==================== csa_accum_seq_flat
csa_accum_seq_flat, sequential cells grouped by signal name:
Drawn at 6 px/micron. Other sequential cells in the stronger grey, the rest of the logic in the fainter grey.
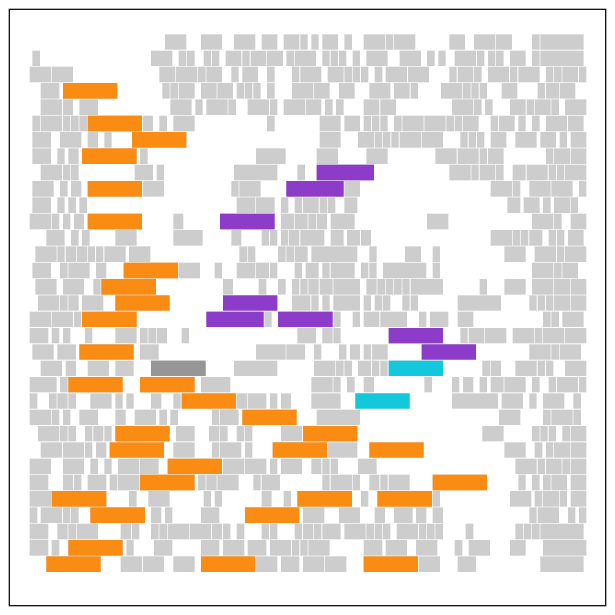
`src/rtl/csa_accum_seq_if.sv`:
```
// Handshake bundle for csa_accum_seq: burst control, operand stream and result stream.
// master drives operands and consumes results; slave is the sequencer.
interface csa_accum_seq_if #(
  parameter int LEN_W = 8
);
  logic             start;
  logic [LEN_W-1:0] len;
  logic             abort;
  logic             in_valid;
  logic             in_ready;
  logic [31:0]      in_a;
  logic [31:0]      in_b;
  logic             res_valid;
  logic             res_ready;
  logic [31:0]      res_data;
  logic             res_ovf;

  modport master (
    output start, len, abort, in_valid, in_a, in_b, res_ready,
    input  in_ready, res_valid, res_data, res_ovf
  );

  modport slave (
    input  start, len, abort, in_valid, in_a, in_b, res_ready,
    output in_ready, res_valid, res_data, res_ovf
  );
endinterface

```
`src/rtl/csa_accum_seq.sv`:
```
// Burst reduction sequencer: folds two operands per accepted beat into a running sum
// through an external shared 3-input adder, then hands one result downstream.
//
// state | meaning
// IDLE  | waiting for start; no handshakes open
// RUN   | accepting beats, one adder step per accepted beat
// DONE  | result held on res_* until consumed or aborted
module csa_accum_seq #(
  parameter int LEN_W = 8
) (
  input  logic                clk,
  input  logic                rst,
  csa_accum_seq_if.slave      bus,
  output logic [31:0]         add_a,
  output logic [31:0]         add_b,
  output logic [31:0]         add_c,
  input  logic [32:0]         add_sum,
  output logic                busy
);

  typedef enum logic [1:0] {
    IDLE = 2'd0,
    RUN  = 2'd1,
    DONE = 2'd2
  } state_t;

  state_t           state;
  state_t           state_nxt;
  logic [31:0]      acc;
  logic             ovf;
  logic [LEN_W-1:0] remaining;
  logic [LEN_W-1:0] rem_next;
  logic             fire;
  logic             last;

  // Final beat of an odd burst carries only one operand.
  assign last     = (remaining == LEN_W'(1));
  assign rem_next = remaining - (last ? LEN_W'(1) : LEN_W'(2));
  assign fire     = (state == RUN) && !bus.abort && bus.in_valid;

  always_ff @(posedge clk or posedge rst) begin
    if (rst) begin
      state <= IDLE;
    end else begin
      state <= state_nxt;
    end
  end

  always_comb begin
    state_nxt = state;
    case (state)
      IDLE: begin
        if (bus.start) begin
          state_nxt = (bus.len == '0) ? DONE : RUN;
        end
      end
      RUN: begin
        if (bus.abort) begin
          state_nxt = IDLE;
        end else if (fire && (rem_next == '0)) begin
          state_nxt = DONE;
        end
      end
      DONE: begin
        if (bus.abort || bus.res_ready) begin
          state_nxt = IDLE;
        end
      end
      default: state_nxt = IDLE;
    endcase
  end

  always_comb begin
    bus.in_ready  = (state == RUN) && !bus.abort;
    bus.res_valid = (state == DONE);
    bus.res_data  = (state == DONE) ? acc : 32'd0;
    bus.res_ovf   = (state == DONE) && ovf;
    busy          = (state != IDLE);
    add_a         = fire ? bus.in_a : 32'd0;
    add_b         = (fire && !last) ? bus.in_b : 32'd0;
    add_c         = acc;
  end

  always_ff @(posedge clk or posedge rst) begin
    if (rst) begin
      acc       <= 32'd0;
      ovf       <= 1'b0;
      remaining <= '0;
    end else if (state == IDLE) begin
      if (bus.start) begin
        acc       <= 32'd0;
        ovf       <= 1'b0;
        remaining <= bus.len;
      end
    end else if (fire) begin
      acc       <= add_sum[31:0];
      ovf       <= ovf | add_sum[32];
      remaining <= rem_next;
    end
  end

endmodule

```
`src/flat_wrapper.sv`:
```
// flat-port wrapper written by rule: the top's interface ports become plain ports
module csa_accum_seq_flat 
#(
  parameter int LEN_W = 8
)
  (clk, rst, add_a, add_b, add_c, add_sum, busy, bus_start, bus_len, bus_abort, bus_in_valid, bus_in_a, bus_in_b, bus_res_ready, bus_in_ready, bus_res_valid, bus_res_data, bus_res_ovf);
  csa_accum_seq_if #(.LEN_W(LEN_W)) bus_i ();
  input  logic clk;
  input  logic rst;
  output logic [31:0] add_a;
  output logic [31:0] add_b;
  output logic [31:0] add_c;
  input  logic [32:0] add_sum;
  output logic busy;
  input wire logic [$bits(bus_i.start)-1:0] bus_start;
  input wire logic [$bits(bus_i.len)-1:0] bus_len;
  input wire logic [$bits(bus_i.abort)-1:0] bus_abort;
  input wire logic [$bits(bus_i.in_valid)-1:0] bus_in_valid;
  input wire logic [$bits(bus_i.in_a)-1:0] bus_in_a;
  input wire logic [$bits(bus_i.in_b)-1:0] bus_in_b;
  input wire logic [$bits(bus_i.res_ready)-1:0] bus_res_ready;
  output wire logic [$bits(bus_i.in_ready)-1:0] bus_in_ready;
  output wire logic [$bits(bus_i.res_valid)-1:0] bus_res_valid;
  output wire logic [$bits(bus_i.res_data)-1:0] bus_res_data;
  output wire logic [$bits(bus_i.res_ovf)-1:0] bus_res_ovf;
  assign bus_i.start = bus_start;
  assign bus_i.len = bus_len;
  assign bus_i.abort = bus_abort;
  assign bus_i.in_valid = bus_in_valid;
  assign bus_i.in_a = bus_in_a;
  assign bus_i.in_b = bus_in_b;
  assign bus_i.res_ready = bus_res_ready;
  assign bus_in_ready = bus_i.in_ready;
  assign bus_res_valid = bus_i.res_valid;
  assign bus_res_data = bus_i.res_data;
  assign bus_res_ovf = bus_i.res_ovf;
  csa_accum_seq #(.LEN_W(LEN_W)) u_core (.clk(clk), .rst(rst), .bus(bus_i), .add_a(add_a), .add_b(add_b), .add_c(add_c), .add_sum(add_sum), .busy(busy));
endmodule
```
`config.mk`:
```
export PLATFORM = sky130hd
export DESIGN_NAME = csa_accum_seq_flat
export DESIGN_NICKNAME = d
export VERILOG_FILES = /design/src/rtl/csa_accum_seq_if.sv /design/src/rtl/csa_accum_seq.sv /design/src/flat_wrapper.sv
export SDC_FILE = /design/constraint.sdc
export NUM_CORES = 1
export LEC_CHECK = 0
export ABC_AREA = 1
export CAP_MARGIN = 0
export CORE_MARGIN = 3
export CORE_UTILIZATION = 32
export DETAILED_ROUTE_END_ITERATION = 12
export PLACE_DENSITY = 0.82
export SLEW_MARGIN = 20
export SYNTH_ARGS = -nofsm -noshare
export SYNTH_HDL_FRONTEND = slang
export SYNTH_SLANG_ARGS = --single-unit
export TNS_END_PERCENT = 30
```
`constraint.sdc`:
```
create_clock -name clk -period 2.7 [get_ports clk]
set_clock_uncertainty 0.15 [all_clocks]
set_input_delay 0.54 -clock clk [delete_from_list [all_inputs] [get_ports clk]]
set_output_delay 0.54 -clock clk [all_outputs]
set_load 0.03 [all_outputs]
```
==> results.toml <==
# generated from flow reports
[global_routing]
grt_max_degree = 39
use_met3_pct = 6.17
gr-total-overflow = 0

[yosys]
fp_nets = 535
synth_chip_area_sq_mm = 0.00278
top_area_share_pct = 38.7

[sta]
setup_violations = 0

[floorplan]
ios = 243
die_w_microns = 99.2

[placement]
dp_hpwl_microns = 8340
io_buffers = 242

[layout]
nNonClkBuffers = 249
layout_top_cell = "clkdlybuf4s50_1"
final-clk-cell-share_pct = 1.82
nClkBuffers = 6
drive_gt1_share_pct = 15.7

[status]
outcome = "complete, no violations"

[hold_path]
min_path_type = "flip-flop to flip-flop"
holdCritStartpoint = "u_core.ovf$_DFFE_PP0P_"

[pwr]
swShare_pct = 48.9
total_power_uw = 4270
power_frac_seq_pct = 27.2

[critical_path]
required_ns = 2.01

[route]
dr_wl_met2_microns = 5240
first_iter_violations = 138

[clock_tree]
clock_tree.root_cell = "clkbuf_8"
About 'sequential cells grouped by signal name' of csa_accum_seq_flat:
colour	netlist name	flops
purple	u_core.remaining	8
cyan	u_core.state	2
orange	u_core.add_c	32
not coloured	1

what timing repair did:
action / in CTS / in global routing
hold endpoints to repair: 0 / 0
buffers inserted: 0 / 3
endpoints found under the setup margin: 33 / 32
gates resized: 33 / 9
pin swaps: 0 / 3
registers in the layout, indices dropped and copies added (netlist names):
signal / flops
u_core.add_c: 32
u_core.remaining: 8
u_core.state: 2
u_core.ovf: 1
logic make-up after synthesis:
family                   synth area share [%]
AND/OR/NAND/NOR                          28.7
buffers and inverters                    21.0
XOR/XNOR                                0.631
adder cells (fa/ha/maj)                  1.62
AND-OR/OR-AND                            9.28
flip-flops                               38.7

==================== axi4_bus_rd_fifos
axi4_bus_rd_fifos, placement view:
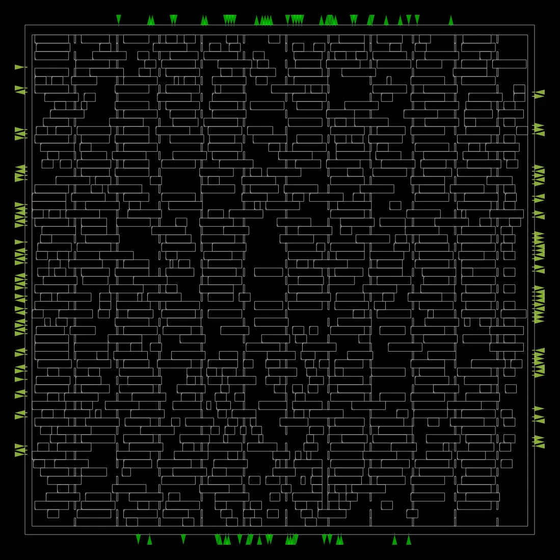
axi4_bus_rd_fifos, wire density map:
Drawn at 2 px/micron. 33 x 33 tiles, from dark blue (low) to red (high), scaled to the fullest tile. Values are wire area over tile area, all layers added.
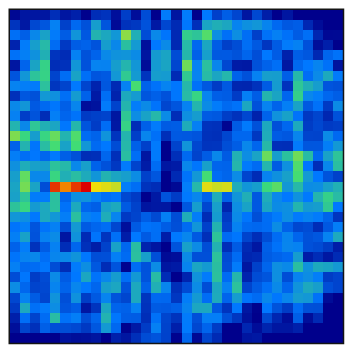
## src/rtl/axi4_bus_rd_fifos.sv

```systemverilog
// axi4_bus_rd_fifos: AXI4-lite read-side AR/R FIFO bridge with credit-bounded outstanding reads.
// Optional rd_err_count / rd_outstanding ports when AXI4_BUS_RD_FIFOS_STATS_EN is defined.
module axi4_bus_rd_fifos #(
  parameter int ADDR_W = 32,
  parameter int DATA_W = 32,
  parameter int DEPTH  = 4
) (
  input  logic              aclk,
  input  logic              aresetn,
  input  logic [ADDR_W-1:0] araddr,
  input  logic [2:0]        arprot,
  input  logic              arvalid,
  output logic              arready,
  output logic [DATA_W-1:0] rdata,
  output logic [1:0]        rresp,
  output logic              rvalid,
  input  logic              rready,
  output logic              ar_rd_empty,
  input  logic              ar_rd_en,
  output logic [ADDR_W-1:0] ar_addr,
  output logic [2:0]        ar_prot,
  input  logic              r_wr_en,
  input  logic [DATA_W-1:0] r_data,
  input  logic [1:0]        r_resp,
  output logic              r_wr_full
`ifdef AXI4_BUS_RD_FIFOS_STATS_EN
  ,
  output logic [15:0]           rd_err_count,
  output logic [$clog2(DEPTH):0] rd_outstanding
`endif
);
  localparam int AW = $clog2(DEPTH);
  localparam logic [AW:0] MAX_CREDIT = (AW+1)'(DEPTH);
  logic run;
  logic [AW:0] credit, ar_wp, ar_rp, r_wp, r_rp;
  logic [ADDR_W+2:0] ar_mem [DEPTH];
  logic [DATA_W+1:0] r_mem [DEPTH];
  logic ar_empty, ar_full, r_empty, r_full, ar_hs, r_hs, ar_push, ar_pop, r_push;
  assign ar_empty = ar_wp == ar_rp;
  assign ar_full  = (ar_wp[AW] != ar_rp[AW]) && (ar_wp[AW-1:0] == ar_rp[AW-1:0]);
  assign r_empty  = r_wp == r_rp;
  assign r_full   = (r_wp[AW] != r_rp[AW]) && (r_wp[AW-1:0] == r_rp[AW-1:0]);
  assign arready  = run & (credit != '0);
  assign ar_hs    = arvalid & arready;
  assign r_hs     = rvalid & rready;
  assign ar_push  = ar_hs & ~ar_full;
  assign ar_pop   = ar_rd_en & ~ar_empty;
  assign r_push   = r_wr_en & ~r_full;
  assign ar_rd_empty = ar_empty;
  assign r_wr_full   = r_full;
  assign rvalid      = ~r_empty;
  assign {ar_addr, ar_prot} = ar_mem[ar_rp[AW-1:0]];
  assign {rdata, rresp}     = r_mem[r_rp[AW-1:0]];
  always_ff @(posedge aclk) begin
    if (ar_push) ar_mem[ar_wp[AW-1:0]] <= {araddr, arprot};
    if (r_push) r_mem[r_wp[AW-1:0]] <= {r_data, r_resp};
  end
  // credit tracks free R slots; increment is capped so stray responses cannot inflate it
  always_ff @(posedge aclk or negedge aresetn) begin
    if (!aresetn) begin
      run    <= 1'b0;
      credit <= MAX_CREDIT;
      ar_wp  <= '0;
      ar_rp  <= '0;
      r_wp   <= '0;
      r_rp   <= '0;
    end else begin
      run    <= 1'b1;
      credit <= credit - (AW+1)'(ar_hs & ~r_hs) + (AW+1)'(r_hs & ~ar_hs & (credit != MAX_CREDIT));
      ar_wp  <= ar_wp + (AW+1)'(ar_push);
      ar_rp  <= ar_rp + (AW+1)'(ar_pop);
      r_wp   <= r_wp + (AW+1)'(r_push);
      r_rp   <= r_rp + (AW+1)'(r_hs);
    end
  end
`ifdef AXI4_BUS_RD_FIFOS_STATS_EN
  assign rd_outstanding = MAX_CREDIT - credit;
  always_ff @(posedge aclk or negedge aresetn) begin
    if (!aresetn) rd_err_count <= '0;
    else if (r_hs && rresp != 2'b00 && rd_err_count != 16'hFFFF) rd_err_count <= rd_err_count + 16'd1;
  end
`endif
endmodule

```

## config.mk

```make
export PLATFORM = sky130hd
export DESIGN_NAME = axi4_bus_rd_fifos
export DESIGN_NICKNAME = d
export VERILOG_FILES = /design/src/rtl/axi4_bus_rd_fifos.sv
export SDC_FILE = /design/constraint.sdc
export NUM_CORES = 1
export LEC_CHECK = 0
export CAP_MARGIN = 25
export CELL_PAD_IN_SITES_DETAIL_PLACEMENT = 2
export CELL_PAD_IN_SITES_GLOBAL_PLACEMENT = 2
export CORE_MARGIN = 2
export CORE_UTILIZATION = 41
export CTS_CLUSTER_SIZE = 14
export DETAILED_ROUTE_END_ITERATION = 10
export PLACE_DENSITY_LB_ADDON = 0.12
export SYNTH_ARGS = -nofsm -noshare
export SYNTH_HDL_FRONTEND = slang
export SYNTH_SLANG_ARGS = --single-unit
export TNS_END_PERCENT = 100
```

## constraint.sdc

```tcl
create_clock -name aclk -period 5.9 [get_ports aclk]
set_clock_uncertainty 0.15 [all_clocks]
set_input_delay 0.885 -clock aclk [delete_from_list [all_inputs] [get_ports aclk]]
set_output_delay 0.885 -clock aclk [all_outputs]
set_load 0.05 [all_outputs]
```

==> results.toml <==
# generated from flow reports
[yosys]
synth_chip_area_sq_mm = 0.0108
mux_share_pct = 14.6
synthFlopType = "edfxtp_1"
synth.avg_cell_area_sq_um = 25.3
edf_count = 276
ys_cells = 428
yosys.area_share.simple_pct = 0.833

[sta]
max_freq_ghz = 0.235
setup_slack_ns = 1.65
fin_tns_setup_ns = 0

[critical_path]
crit_chain = "buf_4, mux4_2, clkdlybuf4s50_1"
critical_path.top_delay_family = "buffers and inverters"
endpoint = "ar_addr[25]"
reg2reg_to = "ar_mem[2][18]$_DFFE_PP_"

[global_routing]
grt_max_degree = 38

[pwr]
comb_power_share_pct = 37.9

[hold_path]
hold_end = "ar_rp[2]$_DFF_PN0_"

[flow_run]
maxCapViolCount = 0

[status]
outcome = "complete, no violations"
## Picture notes: 'placement view' of axi4_bus_rd_fifos
Layout Cells excl Fill: 958
Tapcells: 335
utilization after layout: 53.0%

## Picture notes: 'wire density map' of axi4_bus_rd_fifos
emptiest ninth of the die	south-east
tiles over half the peak	2.5%
mean over tiles	0.14
nearly empty tiles	5.3%
fullest tile	0.60
All-Layer GR Usage: 17.1%
via count: 4,936
drt total wl: 23,400 microns

## final cells by class
class | count | area (sq um)
Timing Repair Buffer | 153 | 1520
Antenna cell | 1 | 2.50
Clock buffer | 45 | 973
Tap cell | 335 | 419
Clock inverter | 12 | 115
Fill cell | 2180 | 12200
Inverter | 4 | 15.0
Multi-Input combinational cell | 116 | 2040
Sequential cell | 292 | 8690
## metal layers
layer  part of all wire [%]  GRT usage, %
met1                     41          22.3
met2                     51          29.4
met3                    6.0          4.49
met4                    1.8          3.49
met5                   0.20         0.870

==================== lockpick_result_monitor
===== config.mk =====
export PLATFORM = sky130hd
export DESIGN_NAME = lockpick_result_monitor
export DESIGN_NICKNAME = d
export VERILOG_FILES = /design/src/rtl/lockpick_result_monitor.sv
export SDC_FILE = /design/constraint.sdc
export NUM_CORES = 1
export LEC_CHECK = 0
export CORE_ASPECT_RATIO = 1.75
export CORE_MARGIN = 2
export CORE_UTILIZATION = 45
export CTS_CLUSTER_SIZE = 28
export DETAILED_ROUTE_END_ITERATION = 10
export PLACE_DENSITY = 0.61
export REMOVE_ABC_BUFFERS = 1
export SETUP_SLACK_MARGIN = 0.1
export SYNTH_ARGS = -nofsm -noshare
export SYNTH_HDL_FRONTEND = slang
export SYNTH_SLANG_ARGS = --single-unit

===== constraint.sdc =====
create_clock -name clk -period 10.9 [get_ports clk]
set_input_delay 3.27 -clock clk [delete_from_list [all_inputs] [get_ports clk]]
set_output_delay 3.27 -clock clk [all_outputs]
set_load 0.1 [all_outputs]

===== src/rtl/lockpick_result_monitor.sv =====
// lockpick_result_monitor
//   Captures 32-byte (FRAME_BYTES) result frames from the lockpick core stream,
//   classifies each frame on the fly against the win / lockout / error
//   patterns, cross-checks the verdict with the core status, keeps saturating
//   outcome counters and holds the last complete frame for sequential readback.
// Ports:
//   clk, rst          - clock, asynchronous active-high reset
//   in_valid/in_data  - result byte stream, byte 0 first
//   in_status         - core status, sampled with the final byte of a frame
//   rd_req            - read next byte of the held frame (honoured in HOLD)
//   rd_data/rd_valid  - read return, one cycle after the request
//   frame_done        - one-cycle pulse when a frame has been classified
//   verdict           - 10 win, 11 lockout, 01 error, 00 unrecognised
//   mismatch, gap_err - sticky error flags
//   win_cnt, lock_cnt, err_cnt - saturating outcome counters
module lockpick_result_monitor #(
    parameter int unsigned FRAME_BYTES = 32,
    parameter int unsigned CNT_W       = 8
) (
    input  logic             clk,
    input  logic             rst,
    input  logic             in_valid,
    input  logic [7:0]       in_data,
    input  logic [1:0]       in_status,
    input  logic             rd_req,
    output logic [7:0]       rd_data,
    output logic             rd_valid,
    output logic             frame_done,
    output logic [1:0]       verdict,
    output logic             mismatch,
    output logic             gap_err,
    output logic [CNT_W-1:0] win_cnt,
    output logic [CNT_W-1:0] lock_cnt,
    output logic [CNT_W-1:0] err_cnt
);
    localparam int unsigned      IDX_W    = $clog2(FRAME_BYTES);
    localparam logic [IDX_W-1:0] LAST_IDX = IDX_W'(FRAME_BYTES - 1);
    localparam logic [CNT_W-1:0] CNT_MAX  = {CNT_W{1'b1}};

    typedef enum logic [1:0] {
        S_IDLE    = 2'd0,
        S_CAPTURE = 2'd1,
        S_DONE    = 2'd2,
        S_HOLD    = 2'd3
    } state_t;

    state_t           state_q, state_d;
    logic [IDX_W-1:0] idx_q, idx_d, rptr_q, rptr_d, wr_idx_c;
    logic [2:0]       flags_q, flags_d, match_c;   // {win, lockout, error}
    logic [1:0]       status_q, status_d, verdict_q, verdict_d, class_c;
    logic [7:0]       rd_data_q, rd_data_d;
    logic             rd_valid_q, rd_valid_d, frame_done_q, frame_done_d;
    logic             mismatch_q, mismatch_d, gap_err_q, gap_err_d;
    logic             held_q, held_d, start_c, commit_c;
    logic [CNT_W-1:0] win_cnt_q, win_cnt_d, lock_cnt_q, lock_cnt_d;
    logic [CNT_W-1:0] err_cnt_q, err_cnt_d;
    logic [7:0]       shadow_q    [FRAME_BYTES];
    logic [7:0]       frame_buf_q [FRAME_BYTES];

    // Byte position and per-pattern match of the incoming byte.
    // Every state outside CAPTURE treats a valid byte as byte 0 of a new frame.
    // All three patterns repeat every two bytes, so only the position parity matters.
    always_comb begin
        start_c  = in_valid && (state_q != S_CAPTURE);
        wr_idx_c = start_c ? '0 : idx_q;
        match_c  = {in_data == (wr_idx_c[0] ? 8'hFA : 8'hCE),
                    in_data == (wr_idx_c[0] ? 8'hDE : 8'hAD),
                    in_data == (wr_idx_c[0] ? 8'hBA : 8'hD0)};
    end

    // Frame class from the match flags; exactly one surviving flag names the class.
    always_comb begin
        unique case (flags_q)
            3'b100:  class_c = 2'b10;
            3'b010:  class_c = 2'b11;
            3'b001:  class_c = 2'b01;
            default: class_c = 2'b00;
        endcase
    end

    // State register.
    always_ff @(posedge clk or posedge rst) begin
        if (rst) state_q <= S_IDLE;
        else     state_q <= state_d;
    end

    // Next-state logic. An aborted frame falls back to HOLD when a committed
    // frame exists so that it stays readable; otherwise back to IDLE.
    always_comb begin
        state_d = state_q;
        unique case (state_q)
            S_IDLE:    if (in_valid) state_d = S_CAPTURE;
            S_CAPTURE: begin
                if (!in_valid)                 state_d = held_q ? S_HOLD : S_IDLE;
                else if (idx_q == LAST_IDX)    state_d = S_DONE;
            end
            S_DONE:    state_d = in_valid ? S_CAPTURE : S_HOLD;
            S_HOLD:    if (in_valid) state_d = S_CAPTURE;
            default:   state_d = S_IDLE;
        endcase
    end

    // Datapath / output next values.
    always_comb begin
        idx_d        = idx_q;
        flags_d      = flags_q;
        status_d     = status_q;
        verdict_d    = verdict_q;
        rd_data_d    = rd_data_q;
        rd_valid_d   = 1'b0;
        frame_done_d = 1'b0;
        rptr_d       = rptr_q;
        mismatch_d   = mismatch_q;
        gap_err_d    = gap_err_q;
        held_d       = held_q;
        win_cnt_d    = win_cnt_q;
        lock_cnt_d   = lock_cnt_q;
        err_cnt_d    = err_cnt_q;
        commit_c     = 1'b0;

        if (in_valid) begin
            flags_d = (start_c ? 3'b111 : flags_q) & match_c;
            if (wr_idx_c == LAST_IDX) begin
                idx_d    = '0;
                status_d = in_status;
            end else begin
                idx_d = wr_idx_c + 1'b1;
            end
        end else if (state_q == S_CAPTURE) begin
            gap_err_d = 1'b1;
            idx_d     = '0;
        end

        if (state_q == S_DONE) begin
            frame_done_d = 1'b1;
            verdict_d    = class_c;
            commit_c     = 1'b1;
            rptr_d       = '0;
            held_d       = 1'b1;
            if ((class_c == 2'b00) || (class_c != status_q)) mismatch_d = 1'b1;
            unique case (class_c)
                2'b10:   if (win_cnt_q  != CNT_MAX) win_cnt_d  = win_cnt_q  + 1'b1;
                2'b11:   if (lock_cnt_q != CNT_MAX) lock_cnt_d = lock_cnt_q + 1'b1;
                default: if (err_cnt_q  != CNT_MAX) err_cnt_d  = err_cnt_q  + 1'b1;
            endcase
        end

        // Capture has priority over a read in the same HOLD cycle.
        if ((state_q == S_HOLD) && rd_req && !in_valid) begin
            rd_data_d  = frame_buf_q[rptr_q];
            rd_valid_d = 1'b1;
            rptr_d     = (rptr_q == LAST_IDX) ? '0 : rptr_q + 1'b1;
        end
    end

    // Control and output registers.
    always_ff @(posedge clk or posedge rst) begin
        if (rst) begin
            idx_q        <= '0;
            flags_q      <= '0;
            status_q     <= '0;
            verdict_q    <= '0;
            rd_data_q    <= '0;
            rd_valid_q   <= 1'b0;
            frame_done_q <= 1'b0;
            rptr_q       <= '0;
            mismatch_q   <= 1'b0;
            gap_err_q    <= 1'b0;
            held_q       <= 1'b0;
            win_cnt_q    <= '0;
            lock_cnt_q   <= '0;
            err_cnt_q    <= '0;
        end else begin
            idx_q        <= idx_d;
            flags_q      <= flags_d;
            status_q     <= status_d;
            verdict_q    <= verdict_d;
            rd_data_q    <= rd_data_d;
            rd_valid_q   <= rd_valid_d;
            frame_done_q <= frame_done_d;
            rptr_q       <= rptr_d;
            mismatch_q   <= mismatch_d;
            gap_err_q    <= gap_err_d;
            held_q       <= held_d;
            win_cnt_q    <= win_cnt_d;
            lock_cnt_q   <= lock_cnt_d;
            err_cnt_q    <= err_cnt_d;
        end
    end

    // Frame storage: bytes land in the shadow, committed whole in DONE.
    // A byte 0 arriving in DONE overwrites shadow[0] after the commit reads it.
    always_ff @(posedge clk) begin
        if (in_valid) shadow_q[wr_idx_c] <= in_data;
        if (commit_c) frame_buf_q <= shadow_q;
    end

    assign rd_data    = rd_data_q;
    assign rd_valid   = rd_valid_q;
    assign frame_done = frame_done_q;
    assign verdict    = verdict_q;
    assign mismatch   = mismatch_q;
    assign gap_err    = gap_err_q;
    assign win_cnt    = win_cnt_q;
    assign lock_cnt   = lock_cnt_q;
    assign err_cnt    = err_cnt_q;
endmodule


lockpick_result_monitor, placement view:
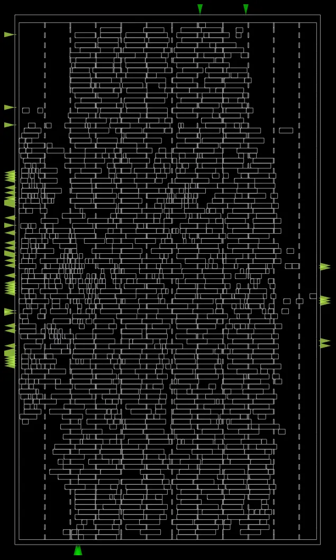
utilization after layout: 51.6%
Tapcells: 577

lockpick_result_monitor, nets reached from selected ports:
Drawn at 2 px/micron.
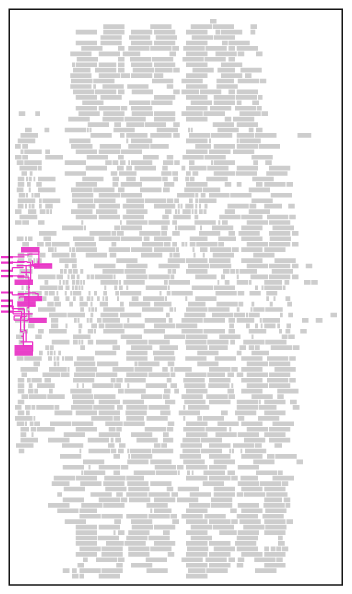
colour	port	bits	direction	edge	end cells	buffers	wire
magenta	lock_cnt	8	output	west	8	8	273 microns
# IOs: 52
# port buffers: 51

lockpick_result_monitor, wire density map:
Drawn at 1.5 px/micron. 17 x 29 tiles, from dark blue (low) to red (high), scaled to the fullest tile. Values are wire area over tile area, all layers added.
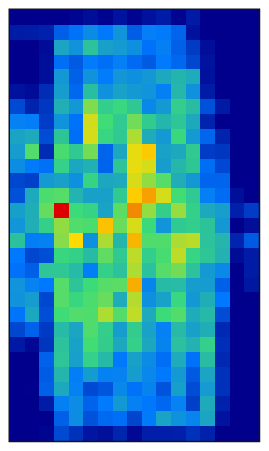
nearly empty tiles	18%
mean over tiles	0.14
tiles over half the peak	13%
All-Layer GR Usage: 17.5%
via count: 9,454
drt total wl: 41,300 microns
routed length per instance: 23.5 microns

==> results.toml <==
# generated from flow reports
[status]
outcome = "complete, no violations"

[hold_path]
min_path_cells = 0
hold_end = "frame_buf_q[148]$_DFFE_PP_"

[route]
drtPass1Iterations = 5
routed-wl-met3_microns = 1700

[layout]
buffer_area_share_pct = 2.74
comb-cell-share_pct = 15.2

[floorplan]
die_w_microns = 166

[yosys]
logic_family = "multiplexers"
yosys.area_share.simple_pct = 3.82

[critical_path]
critical_path.top_delay_family = "simple AND/OR/NAND/NOR gates"
r2r-start = "state_q[0]$_DFFE_PP0P_"

[global_routing]
grt.met2_usage_pct = 34.0

[sta]
tightestPinTransition_ns = 1.11

[clock_tree]
clkTransAtPathRegs_ns = 0.07
==> power breakdown <==
group          internal, uW  switching [uW]  leakage [uW]
clock network          1000             737      0.000773
registers              2630             126       0.00537
logic                   351             800       0.00158
total                  3990            1660       0.00772
==> stage by stage <==
step	hold slack, ns	setup WS (ns)	util (%)
after floorplan	0.400	1.56	-
after global placement	0.401	4.45	48.0
after detailed placement	0.405	4.34	48.0
after CTS	0.415	4.92	51.6
after global routing	0.421	4.66	51.6
final	0.413	4.87	51.6


==> screenshots <==
Metal layers overlaid.
picture 1
Drawn at 2 px/micron. Only two layers are drawn.
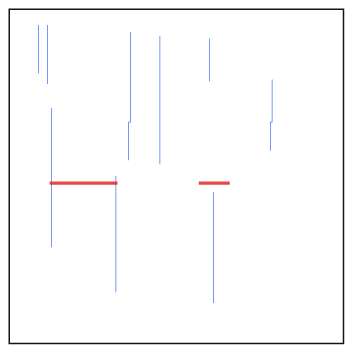
picture 2
Drawn at 1.5 px/micron. Only two layers are drawn.
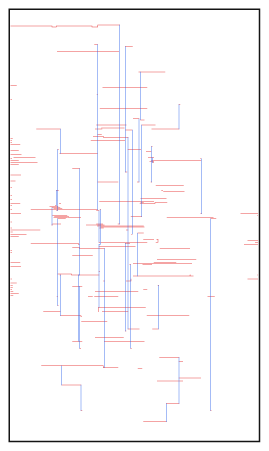
picture 3
Drawn at 4 px/micron. Only two layers are drawn.
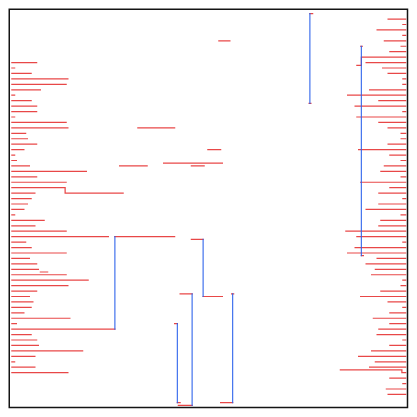
picture 2: lockpick_result_monitor
picture 1: axi4_bus_rd_fifos
picture 3: csa_accum_seq_flat
The one with the most wire is picture 2.

Key to picture 1:
colour	layer	wire length
red	metal 5	46.0 microns
blue	metal 4	421 microns

Power figures rest on the tool's default switching activity, not on a simulated workload.
